# fifo_push_arbiter

**config.mk**
```make
export PLATFORM = sky130hd
export DESIGN_NAME = fifo_push_arbiter
export DESIGN_NICKNAME = d
export VERILOG_FILES = /design/src/rtl/fifo_arb_pkg.sv /design/src/rtl/fifo_push_arbiter_rr_pick.sv /design/src/rtl/fifo_push_arbiter.sv
export SDC_FILE = /design/constraint.sdc
export NUM_CORES = 1
export LEC_CHECK = 0
export CORE_ASPECT_RATIO = 1.2
export CORE_MARGIN = 2
export CORE_UTILIZATION = 27
export CTS_BUF_LIST = sky130_fd_sc_hd__clkbuf_2 sky130_fd_sc_hd__clkbuf_4 sky130_fd_sc_hd__clkbuf_8
export DETAILED_ROUTE_END_ITERATION = 10
export HOLD_SLACK_MARGIN = 0.05
export PLACE_DENSITY = 0.92
export SYNTH_ARGS = -nofsm -noshare
export SYNTH_HDL_FRONTEND = slang
export SYNTH_SLANG_ARGS = --single-unit
```
**constraint.sdc**
```tcl
create_clock -name clock -period 3.94 [get_ports clock]
set_clock_uncertainty 0.15 [all_clocks]
set_input_delay 0.985 -clock clock [delete_from_list [all_inputs] [get_ports clock]]
set_output_delay 0.985 -clock clock [all_outputs]
set_load 0.005 [all_outputs]
```
**src/rtl/fifo_arb_pkg.sv**
```systemverilog
// Shared definitions for fifo_push_arbiter: arbiter state encoding, stats counter
// width and the modulo-N index increment used by the round-robin pointer.
package fifo_arb_pkg;

  localparam logic [0:0] ST_IDLE  = 1'b0;
  localparam logic [0:0] ST_BURST = 1'b1;

  localparam int STATS_W = 16;

  // Modulo-n increment that works for non-power-of-two n.
  function automatic int next_index(input int idx, input int n);
    return (idx + 1 >= n) ? 0 : idx + 1;
  endfunction

endpackage

```
**src/rtl/fifo_push_arbiter_rr_pick.sv**
```systemverilog
// Combinational round-robin picker: finds the first set request bit at or after
// start, wrapping from n-1 to 0, and returns it as an index and as a one-hot vector.
module rr_pick #(
  parameter int n     = 4,
  parameter int idx_w = (n > 1) ? $clog2(n) : 1
) (
  input  logic [n-1:0]     req,
  input  logic [idx_w-1:0] start,
  output logic [n-1:0]     onehot,
  output logic [idx_w-1:0] idx
);

  always_comb begin
    int         j;
    logic       found;
    logic [idx_w-1:0] cand;
    // NOTE: every variable written here gets a default first, so no path through
    // the loop can leave a value unassigned and infer a latch.
    found  = 1'b0;
    idx    = '0;
    onehot = '0;
    cand   = '0;
    for (int k = 0; k < n; k++) begin
      j = int'(start) + k;
      if (j >= n) j = j - n;
      cand = idx_w'(j);
      if (!found && req[cand]) begin
        found = 1'b1;
        idx   = cand;
      end
    end
    if (found) onehot[idx] = 1'b1;
  end

endmodule

```
**src/rtl/fifo_push_arbiter.sv**
```systemverilog
// Round-robin write-port arbiter with bounded bursts in front of a single FIFO.
// Optional per-requester push counters are enabled by defining FIFO_ARB_STATS_EN.
module fifo_push_arbiter
  import fifo_arb_pkg::*;
#(
  parameter int nrOfRequesters = 4,
  parameter int bitWidth       = 32,
  parameter int maxBurst       = 4
) (
  input  logic                               clock,
  input  logic                               reset,
  input  logic [nrOfRequesters-1:0]          request,
  input  logic [nrOfRequesters*bitWidth-1:0] reqData,
  output logic [nrOfRequesters-1:0]          grant,
  input  logic                               fifoFull,
  output logic                               push,
  output logic [bitWidth-1:0]                pushData
`ifdef FIFO_ARB_STATS_EN
  ,
  output logic [nrOfRequesters*STATS_W-1:0]  pushCount
`endif
);

  localparam int IDX_W = $clog2(nrOfRequesters);
  localparam int CNT_W = $clog2(maxBurst + 1);

  logic [IDX_W-1:0] rr_ptr;
  logic [0:0]       state;
  logic [IDX_W-1:0] owner;
  logic [CNT_W-1:0] burst_cnt;

  logic [nrOfRequesters-1:0] pick_oh;
  logic [IDX_W-1:0]          pick_idx;
  logic                      hold;
  logic                      blocked;
  logic                      accept;
  logic [CNT_W-1:0]          cnt_next;

  rr_pick #(
    .n     (nrOfRequesters),
    .idx_w (IDX_W)
  ) u_rr_pick (
    .req    (request),
    .start  (rr_ptr),
    .onehot (pick_oh),
    .idx    (pick_idx)
  );

  // The owner keeps the port only while it still requests; otherwise search resumes.
  assign hold     = (state == ST_BURST) && request[owner];
  assign blocked  = reset || fifoFull;
  assign cnt_next = burst_cnt + CNT_W'(1);

  always_comb begin
    grant = '0;
    for (int i = 0; i < nrOfRequesters; i++) begin
      if (!blocked) grant[i] = hold ? (owner == IDX_W'(i)) : pick_oh[i];
    end
  end

  assign accept = |(request & grant);
  assign push   = accept;

  // One-hot grant lets the data mux be a plain AND-OR; zero when nothing is granted.
  always_comb begin
    pushData = '0;
    for (int i = 0; i < nrOfRequesters; i++) begin
      if (grant[i]) pushData = pushData | reqData[i*bitWidth +: bitWidth];
    end
  end

  always_ff @(posedge clock) begin
    // NOTE: sequential state uses non-blocking assignments only, so every register
    // sees the pre-edge values of its neighbours regardless of statement order.
    if (reset) begin
      rr_ptr    <= '0;
      state     <= ST_IDLE;
      owner     <= '0;
      burst_cnt <= '0;
    end else if (!fifoFull) begin
      if (hold) begin
        burst_cnt <= cnt_next;
        if (cnt_next == CNT_W'(maxBurst)) state <= ST_IDLE;
      end else if (accept) begin
        rr_ptr <= IDX_W'(next_index(int'(pick_idx), nrOfRequesters));
        if (maxBurst > 1) begin
          state     <= ST_BURST;
          owner     <= pick_idx;
          burst_cnt <= CNT_W'(1);
        end else begin
          state <= ST_IDLE;
        end
      end else begin
        state <= ST_IDLE;
      end
    end
  end

`ifdef FIFO_ARB_STATS_EN
  logic [STATS_W-1:0] push_cnt [nrOfRequesters];

  always_ff @(posedge clock) begin
    for (int i = 0; i < nrOfRequesters; i++) begin
      if (reset) begin
        push_cnt[i] <= '0;
      end else if (grant[i] && request[i] && (push_cnt[i] != {STATS_W{1'b1}})) begin
        push_cnt[i] <= push_cnt[i] + STATS_W'(1);
      end
    end
  end

  always_comb begin
    pushCount = '0;
    for (int i = 0; i < nrOfRequesters; i++) begin
      pushCount[i*STATS_W +: STATS_W] = push_cnt[i];
    end
  end
`endif

endmodule

```
# mem_access_ctrl

<file path="config.mk">
export PLATFORM = sky130hd
export DESIGN_NAME = mem_access_ctrl
export DESIGN_NICKNAME = d
export VERILOG_FILES = /design/src/rtl/mem_access_ctrl.sv
export SDC_FILE = /design/constraint.sdc
export NUM_CORES = 1
export LEC_CHECK = 0
export CORE_MARGIN = 5
export CORE_UTILIZATION = 42
export DETAILED_ROUTE_END_ITERATION = 8
export PLACE_DENSITY = 0.81
export SLEW_MARGIN = 40
export SYNTH_ARGS = -nofsm -noshare
export SYNTH_HDL_FRONTEND = slang
export SYNTH_SLANG_ARGS = --single-unit
</file>
<file path="constraint.sdc">
create_clock -name clk -period 1.95 [get_ports clk]
set_input_delay 0.39 -clock clk [delete_from_list [all_inputs] [get_ports clk]]
set_output_delay 0.39 -clock clk [all_outputs]
set_load 0.05 [all_outputs]
</file>
<file path="src/rtl/mem_access_ctrl.sv">
// Load/store initiator for the byte-serial data memory: start/busy/rol handshake and load extension.
// Optional alignment checking is compiled in with `define MEM_ALIGN_CHECK_EN.
module mem_access_ctrl #(
    parameter int unsigned TIMEOUT = 255
) (
    input  logic        clk,
    input  logic        rst,
    input  logic        req,
    input  logic        we,
    input  logic [1:0]  size,
    input  logic        uns,
    input  logic [31:0] addr,
    input  logic [31:0] wdata,
    output logic        stall,
    output logic        done,
    output logic [31:0] rdata,
    output logic        err,
    output logic        mem_start,
    output logic        mem_wea,
    output logic [2:0]  mem_rol,
    output logic [31:0] mem_addr,
    output logic [31:0] mem_wdata,
    input  logic        mem_busy,
    input  logic [31:0] mem_rdata
);

    typedef enum logic [1:0] {
        IDLE  = 2'd0,
        ISSUE = 2'd1,
        WAIT  = 2'd2,
        DONE  = 2'd3
    } state_t;

    localparam logic [7:0] LIMIT = 8'(TIMEOUT - 1);

    state_t      state, state_next;
    logic [7:0]  cnt;
    logic        we_q;
    logic [1:0]  size_q;
    logic        uns_q;
    logic        err_q;
    logic        accept;
    logic        misaligned;
    logic        wait_done;
    logic        timeout_hit;
    logic [31:0] load_ext;
    logic [2:0]  rol_next;

    assign accept = (state == IDLE) && req;

`ifdef MEM_ALIGN_CHECK_EN
    assign misaligned = ((size == 2'b01) && addr[0]) ||
                        (size[1] && (addr[1:0] != 2'b00));
`else
    assign misaligned = 1'b0;
`endif

    // cnt==0 marks the first WAIT cycle, where busy may not yet be raised
    assign wait_done   = (state == WAIT) && (cnt != 8'd0) && !mem_busy;
    assign timeout_hit = (state == WAIT) && (cnt != 8'd0) && mem_busy && (cnt == LIMIT);

    always_ff @(posedge clk or negedge rst) begin
        if (!rst) begin
            state <= IDLE;
        end else begin
            state <= state_next;
        end
    end

    always_comb begin
        state_next = state;
        case (state)
            IDLE:    if (accept && !misaligned) state_next = ISSUE;
            ISSUE:   state_next = WAIT;
            WAIT: begin
                if (wait_done)        state_next = DONE;
                else if (timeout_hit) state_next = IDLE;
            end
            DONE:    state_next = IDLE;
            default: state_next = IDLE;
        endcase
    end

    always_comb begin
        stall     = ((state != IDLE) && (state != DONE)) || accept;
        done      = (state == DONE);
        mem_start = (state == ISSUE);
        mem_wea   = we_q && ((state == ISSUE) || (state == WAIT));
        err       = err_q;
    end

    always_comb begin
        case (size)
            2'b00:   rol_next = 3'd1;
            2'b01:   rol_next = 3'd2;
            default: rol_next = 3'd4;
        endcase
    end

    always_comb begin
        case (size_q)
            2'b00:   load_ext = {{24{~uns_q & mem_rdata[7]}},  mem_rdata[7:0]};
            2'b01:   load_ext = {{16{~uns_q & mem_rdata[15]}}, mem_rdata[15:0]};
            default: load_ext = mem_rdata;
        endcase
    end

    always_ff @(posedge clk or negedge rst) begin
        if (!rst) begin
            we_q      <= 1'b0;
            size_q    <= 2'b10;
            uns_q     <= 1'b0;
            mem_addr  <= '0;
            mem_wdata <= '0;
            mem_rol   <= 3'd4;
        end else if (accept && !misaligned) begin
            we_q      <= we;
            size_q    <= size;
            uns_q     <= uns;
            mem_addr  <= addr;
            mem_wdata <= wdata;
            mem_rol   <= rol_next;
        end
    end

    always_ff @(posedge clk or negedge rst) begin
        if (!rst) begin
            cnt <= '0;
        end else if (state == ISSUE) begin
            cnt <= '0;
        end else if (state == WAIT) begin
            cnt <= cnt + 8'd1;
        end
    end

    always_ff @(posedge clk or negedge rst) begin
        if (!rst) begin
            err_q <= 1'b0;
        end else begin
            err_q <= timeout_hit || (accept && misaligned);
        end
    end

    always_ff @(posedge clk or negedge rst) begin
        if (!rst) begin
            rdata <= '0;
        end else if (wait_done && !we_q) begin
            rdata <= load_ext;
        end
    end

endmodule

</file>
mem_access_ctrl/placement_by_type.png
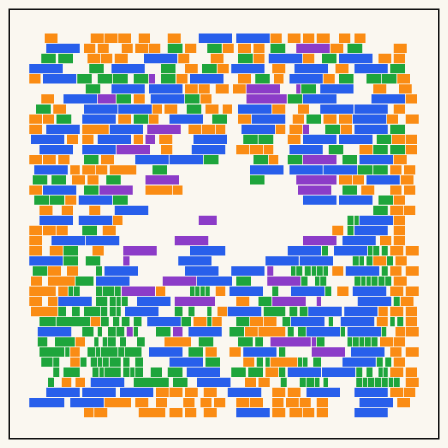
- blue: sequential cells (cells 114; share of their area 39%)
- purple: clock drivers and dummy loads (cells 32; share of their area 8.1%)
- orange: remaining buffers and delay cells (cells 226; share of their area 30%)
- green: combinational and other logic (cells 221; share of their area 23%)
final instance area: 7550 um2
fraction of the core area covered by cells at the end of the flow: 69.6%
register share of the cell area: 37.9%

==> results.txt, mem_access_ctrl <==
Implementation run completed; key figures follow.

Critical path:
- The run gives the number of buffers and inverters on the critical path as 2.
- The run gives the kind of start point of the critical path as a flip-flop.
- Looking at the critical path, the single cell with the biggest stage delay is sky130_fd_sc_hd__dfrtp_1.

Timing:
- The run puts the worst path setup slack after routing at -0.00714 ns.
- The run puts the final setup violation count at 1.
- The run gives the top achievable clock speed as 511 MHz.

Pwr:
- The run puts the reported clock group power at 3.10 mW.
- The run gives the largest vdd supply drop as 1500 uV.
- The run gives the static leakage as 3.36 nW.

Floorplanning:
- 208 I/O pins were placed.

Cells and area:
- Non-clock buffering takes up 29.1% of total cell area after layout.
- The plain and repair buffers instantiated in the layout total 226.
- The run gives the fraction of area in multi-input gates as 22.4%.

Run status:
- The checks that failed: negative setup slack.
- The run finished, with violations left.

Placement:
- The run puts the quantity of I/O buffers inserted on ports at 207.

Yosys:
- The most used flip-flop cell after synthesis is sky130_fd_sc_hd__dfrtp_1.
- Warnings reported by Yosys during synthesis add up to 0.

CTS:
- The run gives the post-CTS resize count as 93.
mem_access_ctrl: routing by layer:
metal	share of wire, %	GRT usage [%]
met1	36	20.0
met5	0	0
met3	8.8	6.53
met2	53	33.2
met4	2.7	8.06
mem_access_ctrl: how the worst max path moves through the flow:
stage | start | to | slack, ns | depth (start not counted)
CTS | state[0] | stall | -0.05 | 5
global placement | mem_busy | rdata[4] | 0.04 | 5
global route | state[0] | stall | -0.08 | 5
finish | state[0] | stall | -0.007 | 5
floorplan | state[1] | stall | 0.20 | 2
detailed placement | mem_busy | rdata[2] | 0.002 | 5
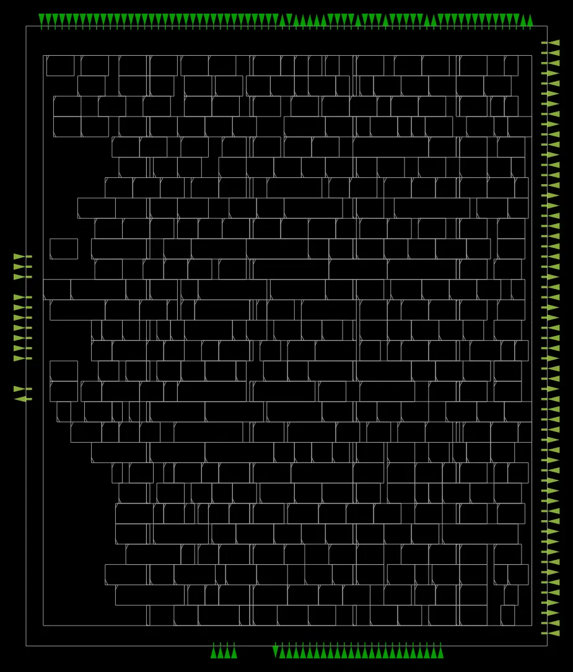
fifo_push_arbiter/placement.png
core area: 4970 um2
# Taps: 60

==> results.txt, fifo_push_arbiter <==
Implementation run completed; key figures follow.

CTS:
- Per the TritonCTS log, the buffer count is 3.
- The run puts the number of buffers inserted by post-CTS setup repair at 34.
- The run gives the number of clock sinks as 8.
- The run gives the number of H-tree levels as 1.

Placement:
- Buffers placed on the I/O ports in this run total 171.
- The run puts the placed instance count at 398.

Floorplanning:
- Measured along the y axis, the die boundary spans 82.8 um.

Flow run:
- The run reported a max-capacitance violation count of 0.

Run status:
- The final reports fail on negative setup slack.
- The flow ran to the end, but the final reports show violations.

Global routing:
- The run puts the met3 usage in global routing at 7.16%.

Yosys:
- Yosys mapped a number of flops with a built-in enable equal to 0.

Pwr:
- The run puts the power density relative to cell area at 156 nW/um2.
- Combinational logic burns 69.6% of the power.

Critical path:
- STA puts the critical path data required time at 2.80 ns.

Timing:
- The run puts the final setup violation count at 32.
- The run gives the worst path setup slack after routing as -0.300 ns.

Cells and area:
- The run puts the count of fill cells added during filler insertion at 283.
- The run puts the combined area of the multi-input logic cells at 1330 um2.

Detailed routing:
- The run puts the length of routed wiring on met1 at 3.69 mm.
-- fifo_push_arbiter: per-stage QoR --
step                      hold WS [ns]  setup slack, ns  area (um2)
final                            0.366           -0.300        3990
after global routing             0.396           -0.328        3990
after CTS                        0.355           -0.178        3900
after detailed placement         0.339           -0.907        3300
after global placement           0.336           -0.852        3300
after floorplan                  0.312            0.222        1400
-- fifo_push_arbiter: kinds of logic after synthesis --
group	synth area share, %
adder cells (fa/ha/maj)	5.37
buffers and inverters	9.76
multiplexers	5.46
AND/OR/NAND/NOR	10.9
XOR/XNOR	0.627
AND-OR/OR-AND	56.4
flip-flops	11.5

# mmio_uart_tx

===== config.mk =====
export PLATFORM = sky130hd
export DESIGN_NAME = mmio_uart_tx
export DESIGN_NICKNAME = d
export VERILOG_FILES = /design/src/rtl/mmio_uart_pkg.sv /design/src/rtl/uart_tx_fifo.sv /design/src/rtl/mmio_uart_tx.sv
export SDC_FILE = /design/constraint.sdc
export NUM_CORES = 1
export LEC_CHECK = 0
export ABC_AREA = 0
export CAP_MARGIN = 5
export CORE_AREA = 2 2 89 91
export DETAILED_ROUTE_END_ITERATION = 10
export DIE_AREA = 0 0 91 93
export GPL_TIMING_DRIVEN = 0
export PLACE_DENSITY_LB_ADDON = 0.12
export SYNTH_ARGS = -nofsm -noshare
export SYNTH_HDL_FRONTEND = slang
export SYNTH_HIERARCHICAL = 1
export SYNTH_SLANG_ARGS = --single-unit

===== constraint.sdc =====
create_clock -name clk -period 5.4 [get_ports clk]
set_input_delay 0.81 -clock clk [delete_from_list [all_inputs] [get_ports clk]]
set_output_delay 0.81 -clock clk [all_outputs]
set_load 0.005 [all_outputs]

===== src/rtl/mmio_uart_pkg.sv =====
// Shared definitions for the memory-mapped UART transmitter: register offsets, STATUS layout, serializer states.
// Latency: n/a (types and constants only).
// Backpressure: n/a. The PARITY state exists only when UART_TX_PARITY_EN is defined.
package mmio_uart_pkg;

  // Register offsets relative to BASE_ADDR
  localparam logic [31:0] DATA_OFF   = 32'd0;
  localparam logic [31:0] STATUS_OFF = 32'd4;

  // STATUS register bit positions
  localparam int ST_BUSY_BIT = 0;
  localparam int ST_FULL_BIT = 1;
  localparam int ST_CNT_LSB  = 2;
  localparam int ST_CNT_MSB  = 4;
  localparam int ST_OVF_BIT  = 5;

  // Serializer states
  typedef enum logic [2:0] {
    ST_IDLE   = 3'd0,
    ST_START  = 3'd1,
    ST_DATA   = 3'd2,
`ifdef UART_TX_PARITY_EN
    ST_PARITY = 3'd4,
`endif
    ST_STOP   = 3'd3
  } tx_state_e;

`ifdef UART_TX_PARITY_EN
  // Even parity: the parity bit makes the total count of ones even
  function automatic logic even_parity(input logic [7:0] b);
    return ^b;
  endfunction
`endif

endpackage


===== src/rtl/uart_tx_fifo.sv =====
// Byte FIFO feeding the UART serializer.
// Latency: a pushed byte is visible on dout/empty the cycle after the push edge.
// Backpressure: a push while full is ignored unless a pop happens on the same edge.
module uart_tx_fifo #(
  parameter int DEPTH = 4,
  localparam int AW = $clog2(DEPTH),
  localparam int CW = $clog2(DEPTH + 1)
) (
  input  logic          clk,
  input  logic          reset,
  input  logic          push,
  input  logic          pop,
  input  logic [7:0]    din,
  output logic [7:0]    dout,
  output logic          full,
  output logic          empty,
  output logic [CW-1:0] count
);

  logic [7:0]    mem_q [DEPTH];
  logic [7:0]    mem_d [DEPTH];
  logic [AW-1:0] wr_ptr_q, wr_ptr_d;
  logic [AW-1:0] rd_ptr_q, rd_ptr_d;
  logic [CW-1:0] count_q, count_d;
  logic          do_push, do_pop;

  assign full    = (count_q == CW'(DEPTH));
  assign empty   = (count_q == '0);
  assign count   = count_q;
  assign dout    = mem_q[rd_ptr_q];
  // A pop on the same edge frees a slot, so a push into a full FIFO is still taken then
  assign do_pop  = pop && !empty;
  assign do_push = push && (!full || do_pop);

  // Next-state for storage, pointers (wrap naturally at power-of-two depth) and occupancy
  always_comb begin
    mem_d    = mem_q;
    wr_ptr_d = wr_ptr_q;
    rd_ptr_d = rd_ptr_q;
    count_d  = count_q;
    if (do_push) begin
      mem_d[wr_ptr_q] = din;
      wr_ptr_d        = wr_ptr_q + AW'(1);
    end
    if (do_pop) begin
      rd_ptr_d = rd_ptr_q + AW'(1);
    end
    case ({do_push, do_pop})
      2'b10:   count_d = count_q + CW'(1);
      2'b01:   count_d = count_q - CW'(1);
      default: count_d = count_q;
    endcase
  end

  // State registers with synchronous active-low reset
  always_ff @(posedge clk) begin
    if (!reset) begin
      wr_ptr_q <= '0;
      rd_ptr_q <= '0;
      count_q  <= '0;
      for (int i = 0; i < DEPTH; i++) begin
        mem_q[i] <= 8'h00;
      end
    end else begin
      wr_ptr_q <= wr_ptr_d;
      rd_ptr_q <= rd_ptr_d;
      count_q  <= count_d;
      for (int i = 0; i < DEPTH; i++) begin
        mem_q[i] <= mem_d[i];
      end
    end
  end

endmodule


===== src/rtl/mmio_uart_tx.sv =====
// Memory-mapped UART transmitter: DATA register pushes bytes into a FIFO, STATUS reports busy/full/count/ovf.
// Latency: rdata one cycle after addr; a byte pushed into an idle block starts its START bit one edge later.
// Backpressure: pushes into a full FIFO are dropped and latch sticky ovf. Optional parity via UART_TX_PARITY_EN.
module mmio_uart_tx
  import mmio_uart_pkg::*;
#(
  parameter logic [31:0] BASE_ADDR    = 32'h0000_0100,
  parameter int          CLKS_PER_BIT = 16,
  parameter int          FIFO_DEPTH   = 4
) (
  input  logic        clk,
  input  logic        reset,
  input  logic [31:0] addr,
  input  logic [31:0] wdata,
  input  logic        we,
  output logic [31:0] rdata,
  output logic        hit,
  output logic        tx,
  output logic        irq
);

  localparam int          CW          = $clog2(FIFO_DEPTH + 1);
  localparam logic [31:0] DATA_ADDR   = BASE_ADDR + DATA_OFF;
  localparam logic [31:0] STATUS_ADDR = BASE_ADDR + STATUS_OFF;
  localparam logic [15:0] BAUD_RELOAD = 16'(CLKS_PER_BIT - 1);

  // Address decode is purely combinational and ignores reset
  logic hit_data, hit_status, wr_data, wr_status;
  assign hit_data   = (addr == DATA_ADDR);
  assign hit_status = (addr == STATUS_ADDR);
  assign hit        = hit_data | hit_status;
  assign wr_data    = we && hit_data;
  assign wr_status  = we && hit_status;

  // FIFO
  logic          fifo_pop, fifo_full, fifo_empty;
  logic [7:0]    fifo_dout;
  logic [CW-1:0] fifo_count;
  logic [4:0]    cnt_ext;

  uart_tx_fifo #(.DEPTH(FIFO_DEPTH)) u_fifo (
    .clk   (clk),
    .reset (reset),
    .push  (wr_data),
    .pop   (fifo_pop),
    .din   (wdata[7:0]),
    .dout  (fifo_dout),
    .full  (fifo_full),
    .empty (fifo_empty),
    .count (fifo_count)
  );

  assign cnt_ext = 5'(fifo_count);

  // Serializer and register state
  tx_state_e   state_q, state_d;
  logic [7:0]  shift_q, shift_d;
  logic [2:0]  bit_cnt_q, bit_cnt_d;
  logic [15:0] baud_cnt_q, baud_cnt_d;
  logic        ovf_q, ovf_d;
  logic [31:0] rdata_q, rdata_d;
  logic [31:0] status_word;
  logic        busy;
`ifdef UART_TX_PARITY_EN
  logic        parity_q, parity_d;
`endif

  assign busy  = (state_q != ST_IDLE);
  assign irq   = fifo_empty && !busy;
  assign rdata = rdata_q;

  logic unused_bits;
  assign unused_bits = ^{wdata[31:8], cnt_ext[4:3]};

  // STATUS composition, sticky overflow flag and registered read data
  always_comb begin
    status_word                          = '0;
    status_word[ST_BUSY_BIT]             = busy;
    status_word[ST_FULL_BIT]             = fifo_full;
    status_word[ST_CNT_MSB:ST_CNT_LSB]   = cnt_ext[2:0];
    status_word[ST_OVF_BIT]              = ovf_q;

    ovf_d = ovf_q;
    if (wr_data && fifo_full && !fifo_pop) begin
      ovf_d = 1'b1;
    end
    if (wr_status && wdata[ST_OVF_BIT]) begin
      ovf_d = 1'b0;
    end

    rdata_d = hit_status ? status_word : 32'd0;
  end

  // Serializer next-state, FIFO pop and tx line; baud counter reloads on every bit boundary
  always_comb begin
    state_d    = state_q;
    shift_d    = shift_q;
    bit_cnt_d  = bit_cnt_q;
    baud_cnt_d = baud_cnt_q;
    fifo_pop   = 1'b0;
    tx         = 1'b1;
`ifdef UART_TX_PARITY_EN
    parity_d   = parity_q;
`endif
    case (state_q)
      ST_IDLE: begin
        if (!fifo_empty) begin
          state_d    = ST_START;
          fifo_pop   = 1'b1;
          shift_d    = fifo_dout;
          bit_cnt_d  = 3'd0;
          baud_cnt_d = BAUD_RELOAD;
`ifdef UART_TX_PARITY_EN
          parity_d   = even_parity(fifo_dout);
`endif
        end
      end
      ST_START: begin
        tx = 1'b0;
        if (baud_cnt_q == 16'd0) begin
          state_d    = ST_DATA;
          bit_cnt_d  = 3'd0;
          baud_cnt_d = BAUD_RELOAD;
        end else begin
          baud_cnt_d = baud_cnt_q - 16'd1;
        end
      end
      ST_DATA: begin
        tx = shift_q[0];
        if (baud_cnt_q == 16'd0) begin
          baud_cnt_d = BAUD_RELOAD;
          if (bit_cnt_q == 3'd7) begin
`ifdef UART_TX_PARITY_EN
            state_d = ST_PARITY;
`else
            state_d = ST_STOP;
`endif
            bit_cnt_d = 3'd0;
          end else begin
            shift_d   = {1'b0, shift_q[7:1]};
            bit_cnt_d = bit_cnt_q + 3'd1;
          end
        end else begin
          baud_cnt_d = baud_cnt_q - 16'd1;
        end
      end
`ifdef UART_TX_PARITY_EN
      ST_PARITY: begin
        tx = parity_q;
        if (baud_cnt_q == 16'd0) begin
          state_d    = ST_STOP;
          baud_cnt_d = BAUD_RELOAD;
        end else begin
          baud_cnt_d = baud_cnt_q - 16'd1;
        end
      end
`endif
      ST_STOP: begin
        tx = 1'b1;
        if (baud_cnt_q == 16'd0) begin
          if (!fifo_empty) begin
            // Back-to-back frame: no idle bit between STOP and the next START
            state_d    = ST_START;
            fifo_pop   = 1'b1;
            shift_d    = fifo_dout;
            bit_cnt_d  = 3'd0;
            baud_cnt_d = BAUD_RELOAD;
`ifdef UART_TX_PARITY_EN
            parity_d   = even_parity(fifo_dout);
`endif
          end else begin
            state_d    = ST_IDLE;
            baud_cnt_d = 16'd0;
          end
        end else begin
          baud_cnt_d = baud_cnt_q - 16'd1;
        end
      end
      default: begin
        state_d    = ST_IDLE;
        baud_cnt_d = 16'd0;
        bit_cnt_d  = 3'd0;
      end
    endcase
  end

  // State registers; reset aborts any frame in flight
  always_ff @(posedge clk) begin
    if (!reset) begin
      state_q    <= ST_IDLE;
      shift_q    <= 8'h00;
      bit_cnt_q  <= 3'd0;
      baud_cnt_q <= 16'd0;
      ovf_q      <= 1'b0;
      rdata_q    <= 32'd0;
`ifdef UART_TX_PARITY_EN
      parity_q   <= 1'b0;
`endif
    end else begin
      state_q    <= state_d;
      shift_q    <= shift_d;
      bit_cnt_q  <= bit_cnt_d;
      baud_cnt_q <= baud_cnt_d;
      ovf_q      <= ovf_d;
      rdata_q    <= rdata_d;
`ifdef UART_TX_PARITY_EN
      parity_q   <= parity_d;
`endif
    end
  end

endmodule


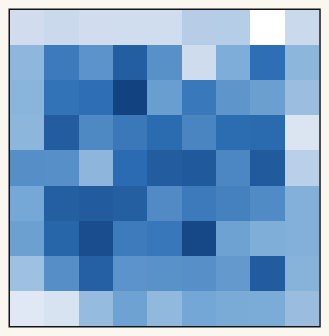
mmio_uart_tx/cell_density.png
The die is cut into 9 by 9 equal tiles; white is low, dark blue is high, 0 to 100% covered.
- nearly empty tiles: 1.2%
- fullest tile: 93%
- emptiest ninth of the die: upper right
- tiles over 75% full: 22%
fraction of the core area covered by cells at the end of the flow: 64.5%
share of the core filled by cells before placement: 51.7%
core area: 7530 um2

==> results.txt <==
Implementation run completed; key figures follow.

Run status:
- The run finished with clean final reports.

Detailed routing:
- After detailed routing, the met3 layer carries 259 um of wire.
- After detailed routing, the wire length on met1 is 3.55 mm.
- The run gives the number of nets still failing antenna checks after routing as 0.

Cells and area:
- For this run, the number of standard cells in the final layout without fillers is 610.
- Fill cells in the final layout number 634.
- The largest registers in the layout are u_fifo/mem_q (32), baud_cnt_q (16), shift_q (8).
- The run puts the multi-input combinational gate total at 309.
- By area, the class that comes first in the final layout consists of logic gates.
- The register with the most flip-flops in the final layout is u_fifo/mem_q.

Global routing:
- The run gives the wire length of the first global-routing pass as 14.4 mm.
- The via count of the first global-routing pass is 3080.
- The run gives the overall track demand over capacity in global routing as 21.2%.
- Looking at the global route congestion table, the highest-usage layer is met2.

CTS:
- For reference, the clock transition at the flip-flops on the worst setup and hold paths is 0.09 ns.

Yosys:
- In the synthesized netlist the dominant register cell turns out to be sky130_fd_sc_hd__dfxtp_1.
- After synthesis, the share of cell area in mux cells is 15.7%.
- The run puts the number of synthesized flops with an enable pin at 0.
- The run gives the sequential fraction of the synthesis area as 38.6%.
- The run gives the number of standard cells after synthesis as 416.
- The run gives the area fraction in compound gates as 7.68%.

Critical path:
- Among all stages on the critical path, the largest delay is contributed by sky130_fd_sc_hd__or4b_4.
- The run puts the number of buffers and inverters on the critical path at 4.

Min path:
- The run puts the hold-critical path depth at 2.

Pwr:
- The run gives the combinational fraction of design power as 6.3%.
- The run puts the power in combinational cells at 70.4 uW.
- The run puts the switching share of power at 22.6%.
- Cell internal power was estimated by the tool at 862 uW.

Timing:
- The run puts the share of the clock period used by the worst path at 71.8%.

Floorplanning:
- The run gives the full die area as 8460 um2.
## through the flow
| step | worst slack (ns) | hold WS (ns) | utilization [%] | instance area, um2 | power (mW) |
|---|---|---|---|---|---|
| 2_1_floorplan | 1.99 | 0.432 | - | 3990 | 0.597 |
| 3_3_place_gp | 1.61 | 0.439 | 61.4 | 4620 | 0.635 |
| 3_5_place_dp | 1.54 | 0.447 | 61.4 | 4620 | 0.635 |
| 4_1_cts | 1.51 | 0.459 | 64.5 | 4850 | 1.13 |
| 5_1_grt | 1.17 | 0.475 | 64.5 | 4850 | 1.15 |
| 6_report | 1.52 | 0.459 | 64.5 | 4850 | 1.11 |


==> screenshots <==
The metal 3 layer.
The bar under the picture is 20 um long.
(a)
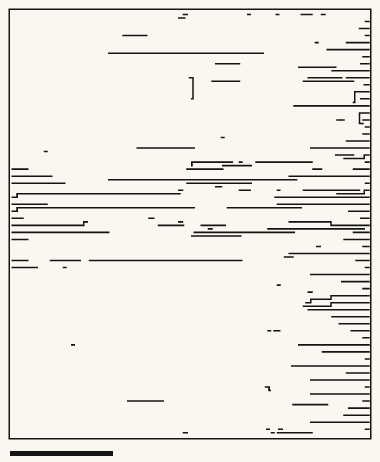
(b)
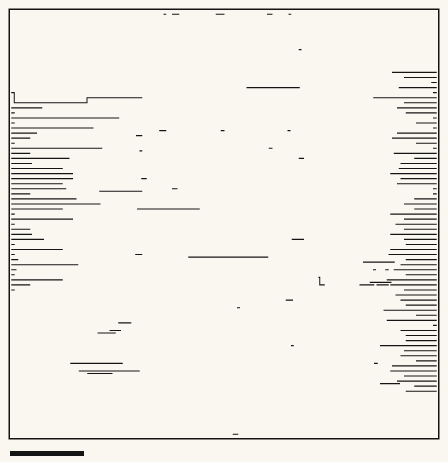
(c)
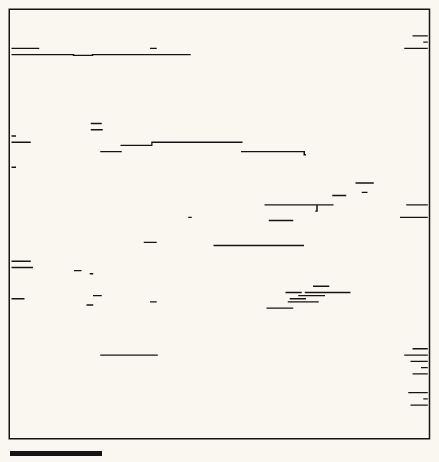
- mmio_uart_tx = (c)
- mem_access_ctrl = (b)
- fifo_push_arbiter = (a)
Of these, smallest die: (a)
Of these, largest die: (b)

Key to (c):
- share of all routed wire: 3.1%
- nets with wire on the layer: 37
- wire length on this layer: 260 um
- main direction: horizontal

Power figures rest on the tool's default switching activity, not on a simulated workload.
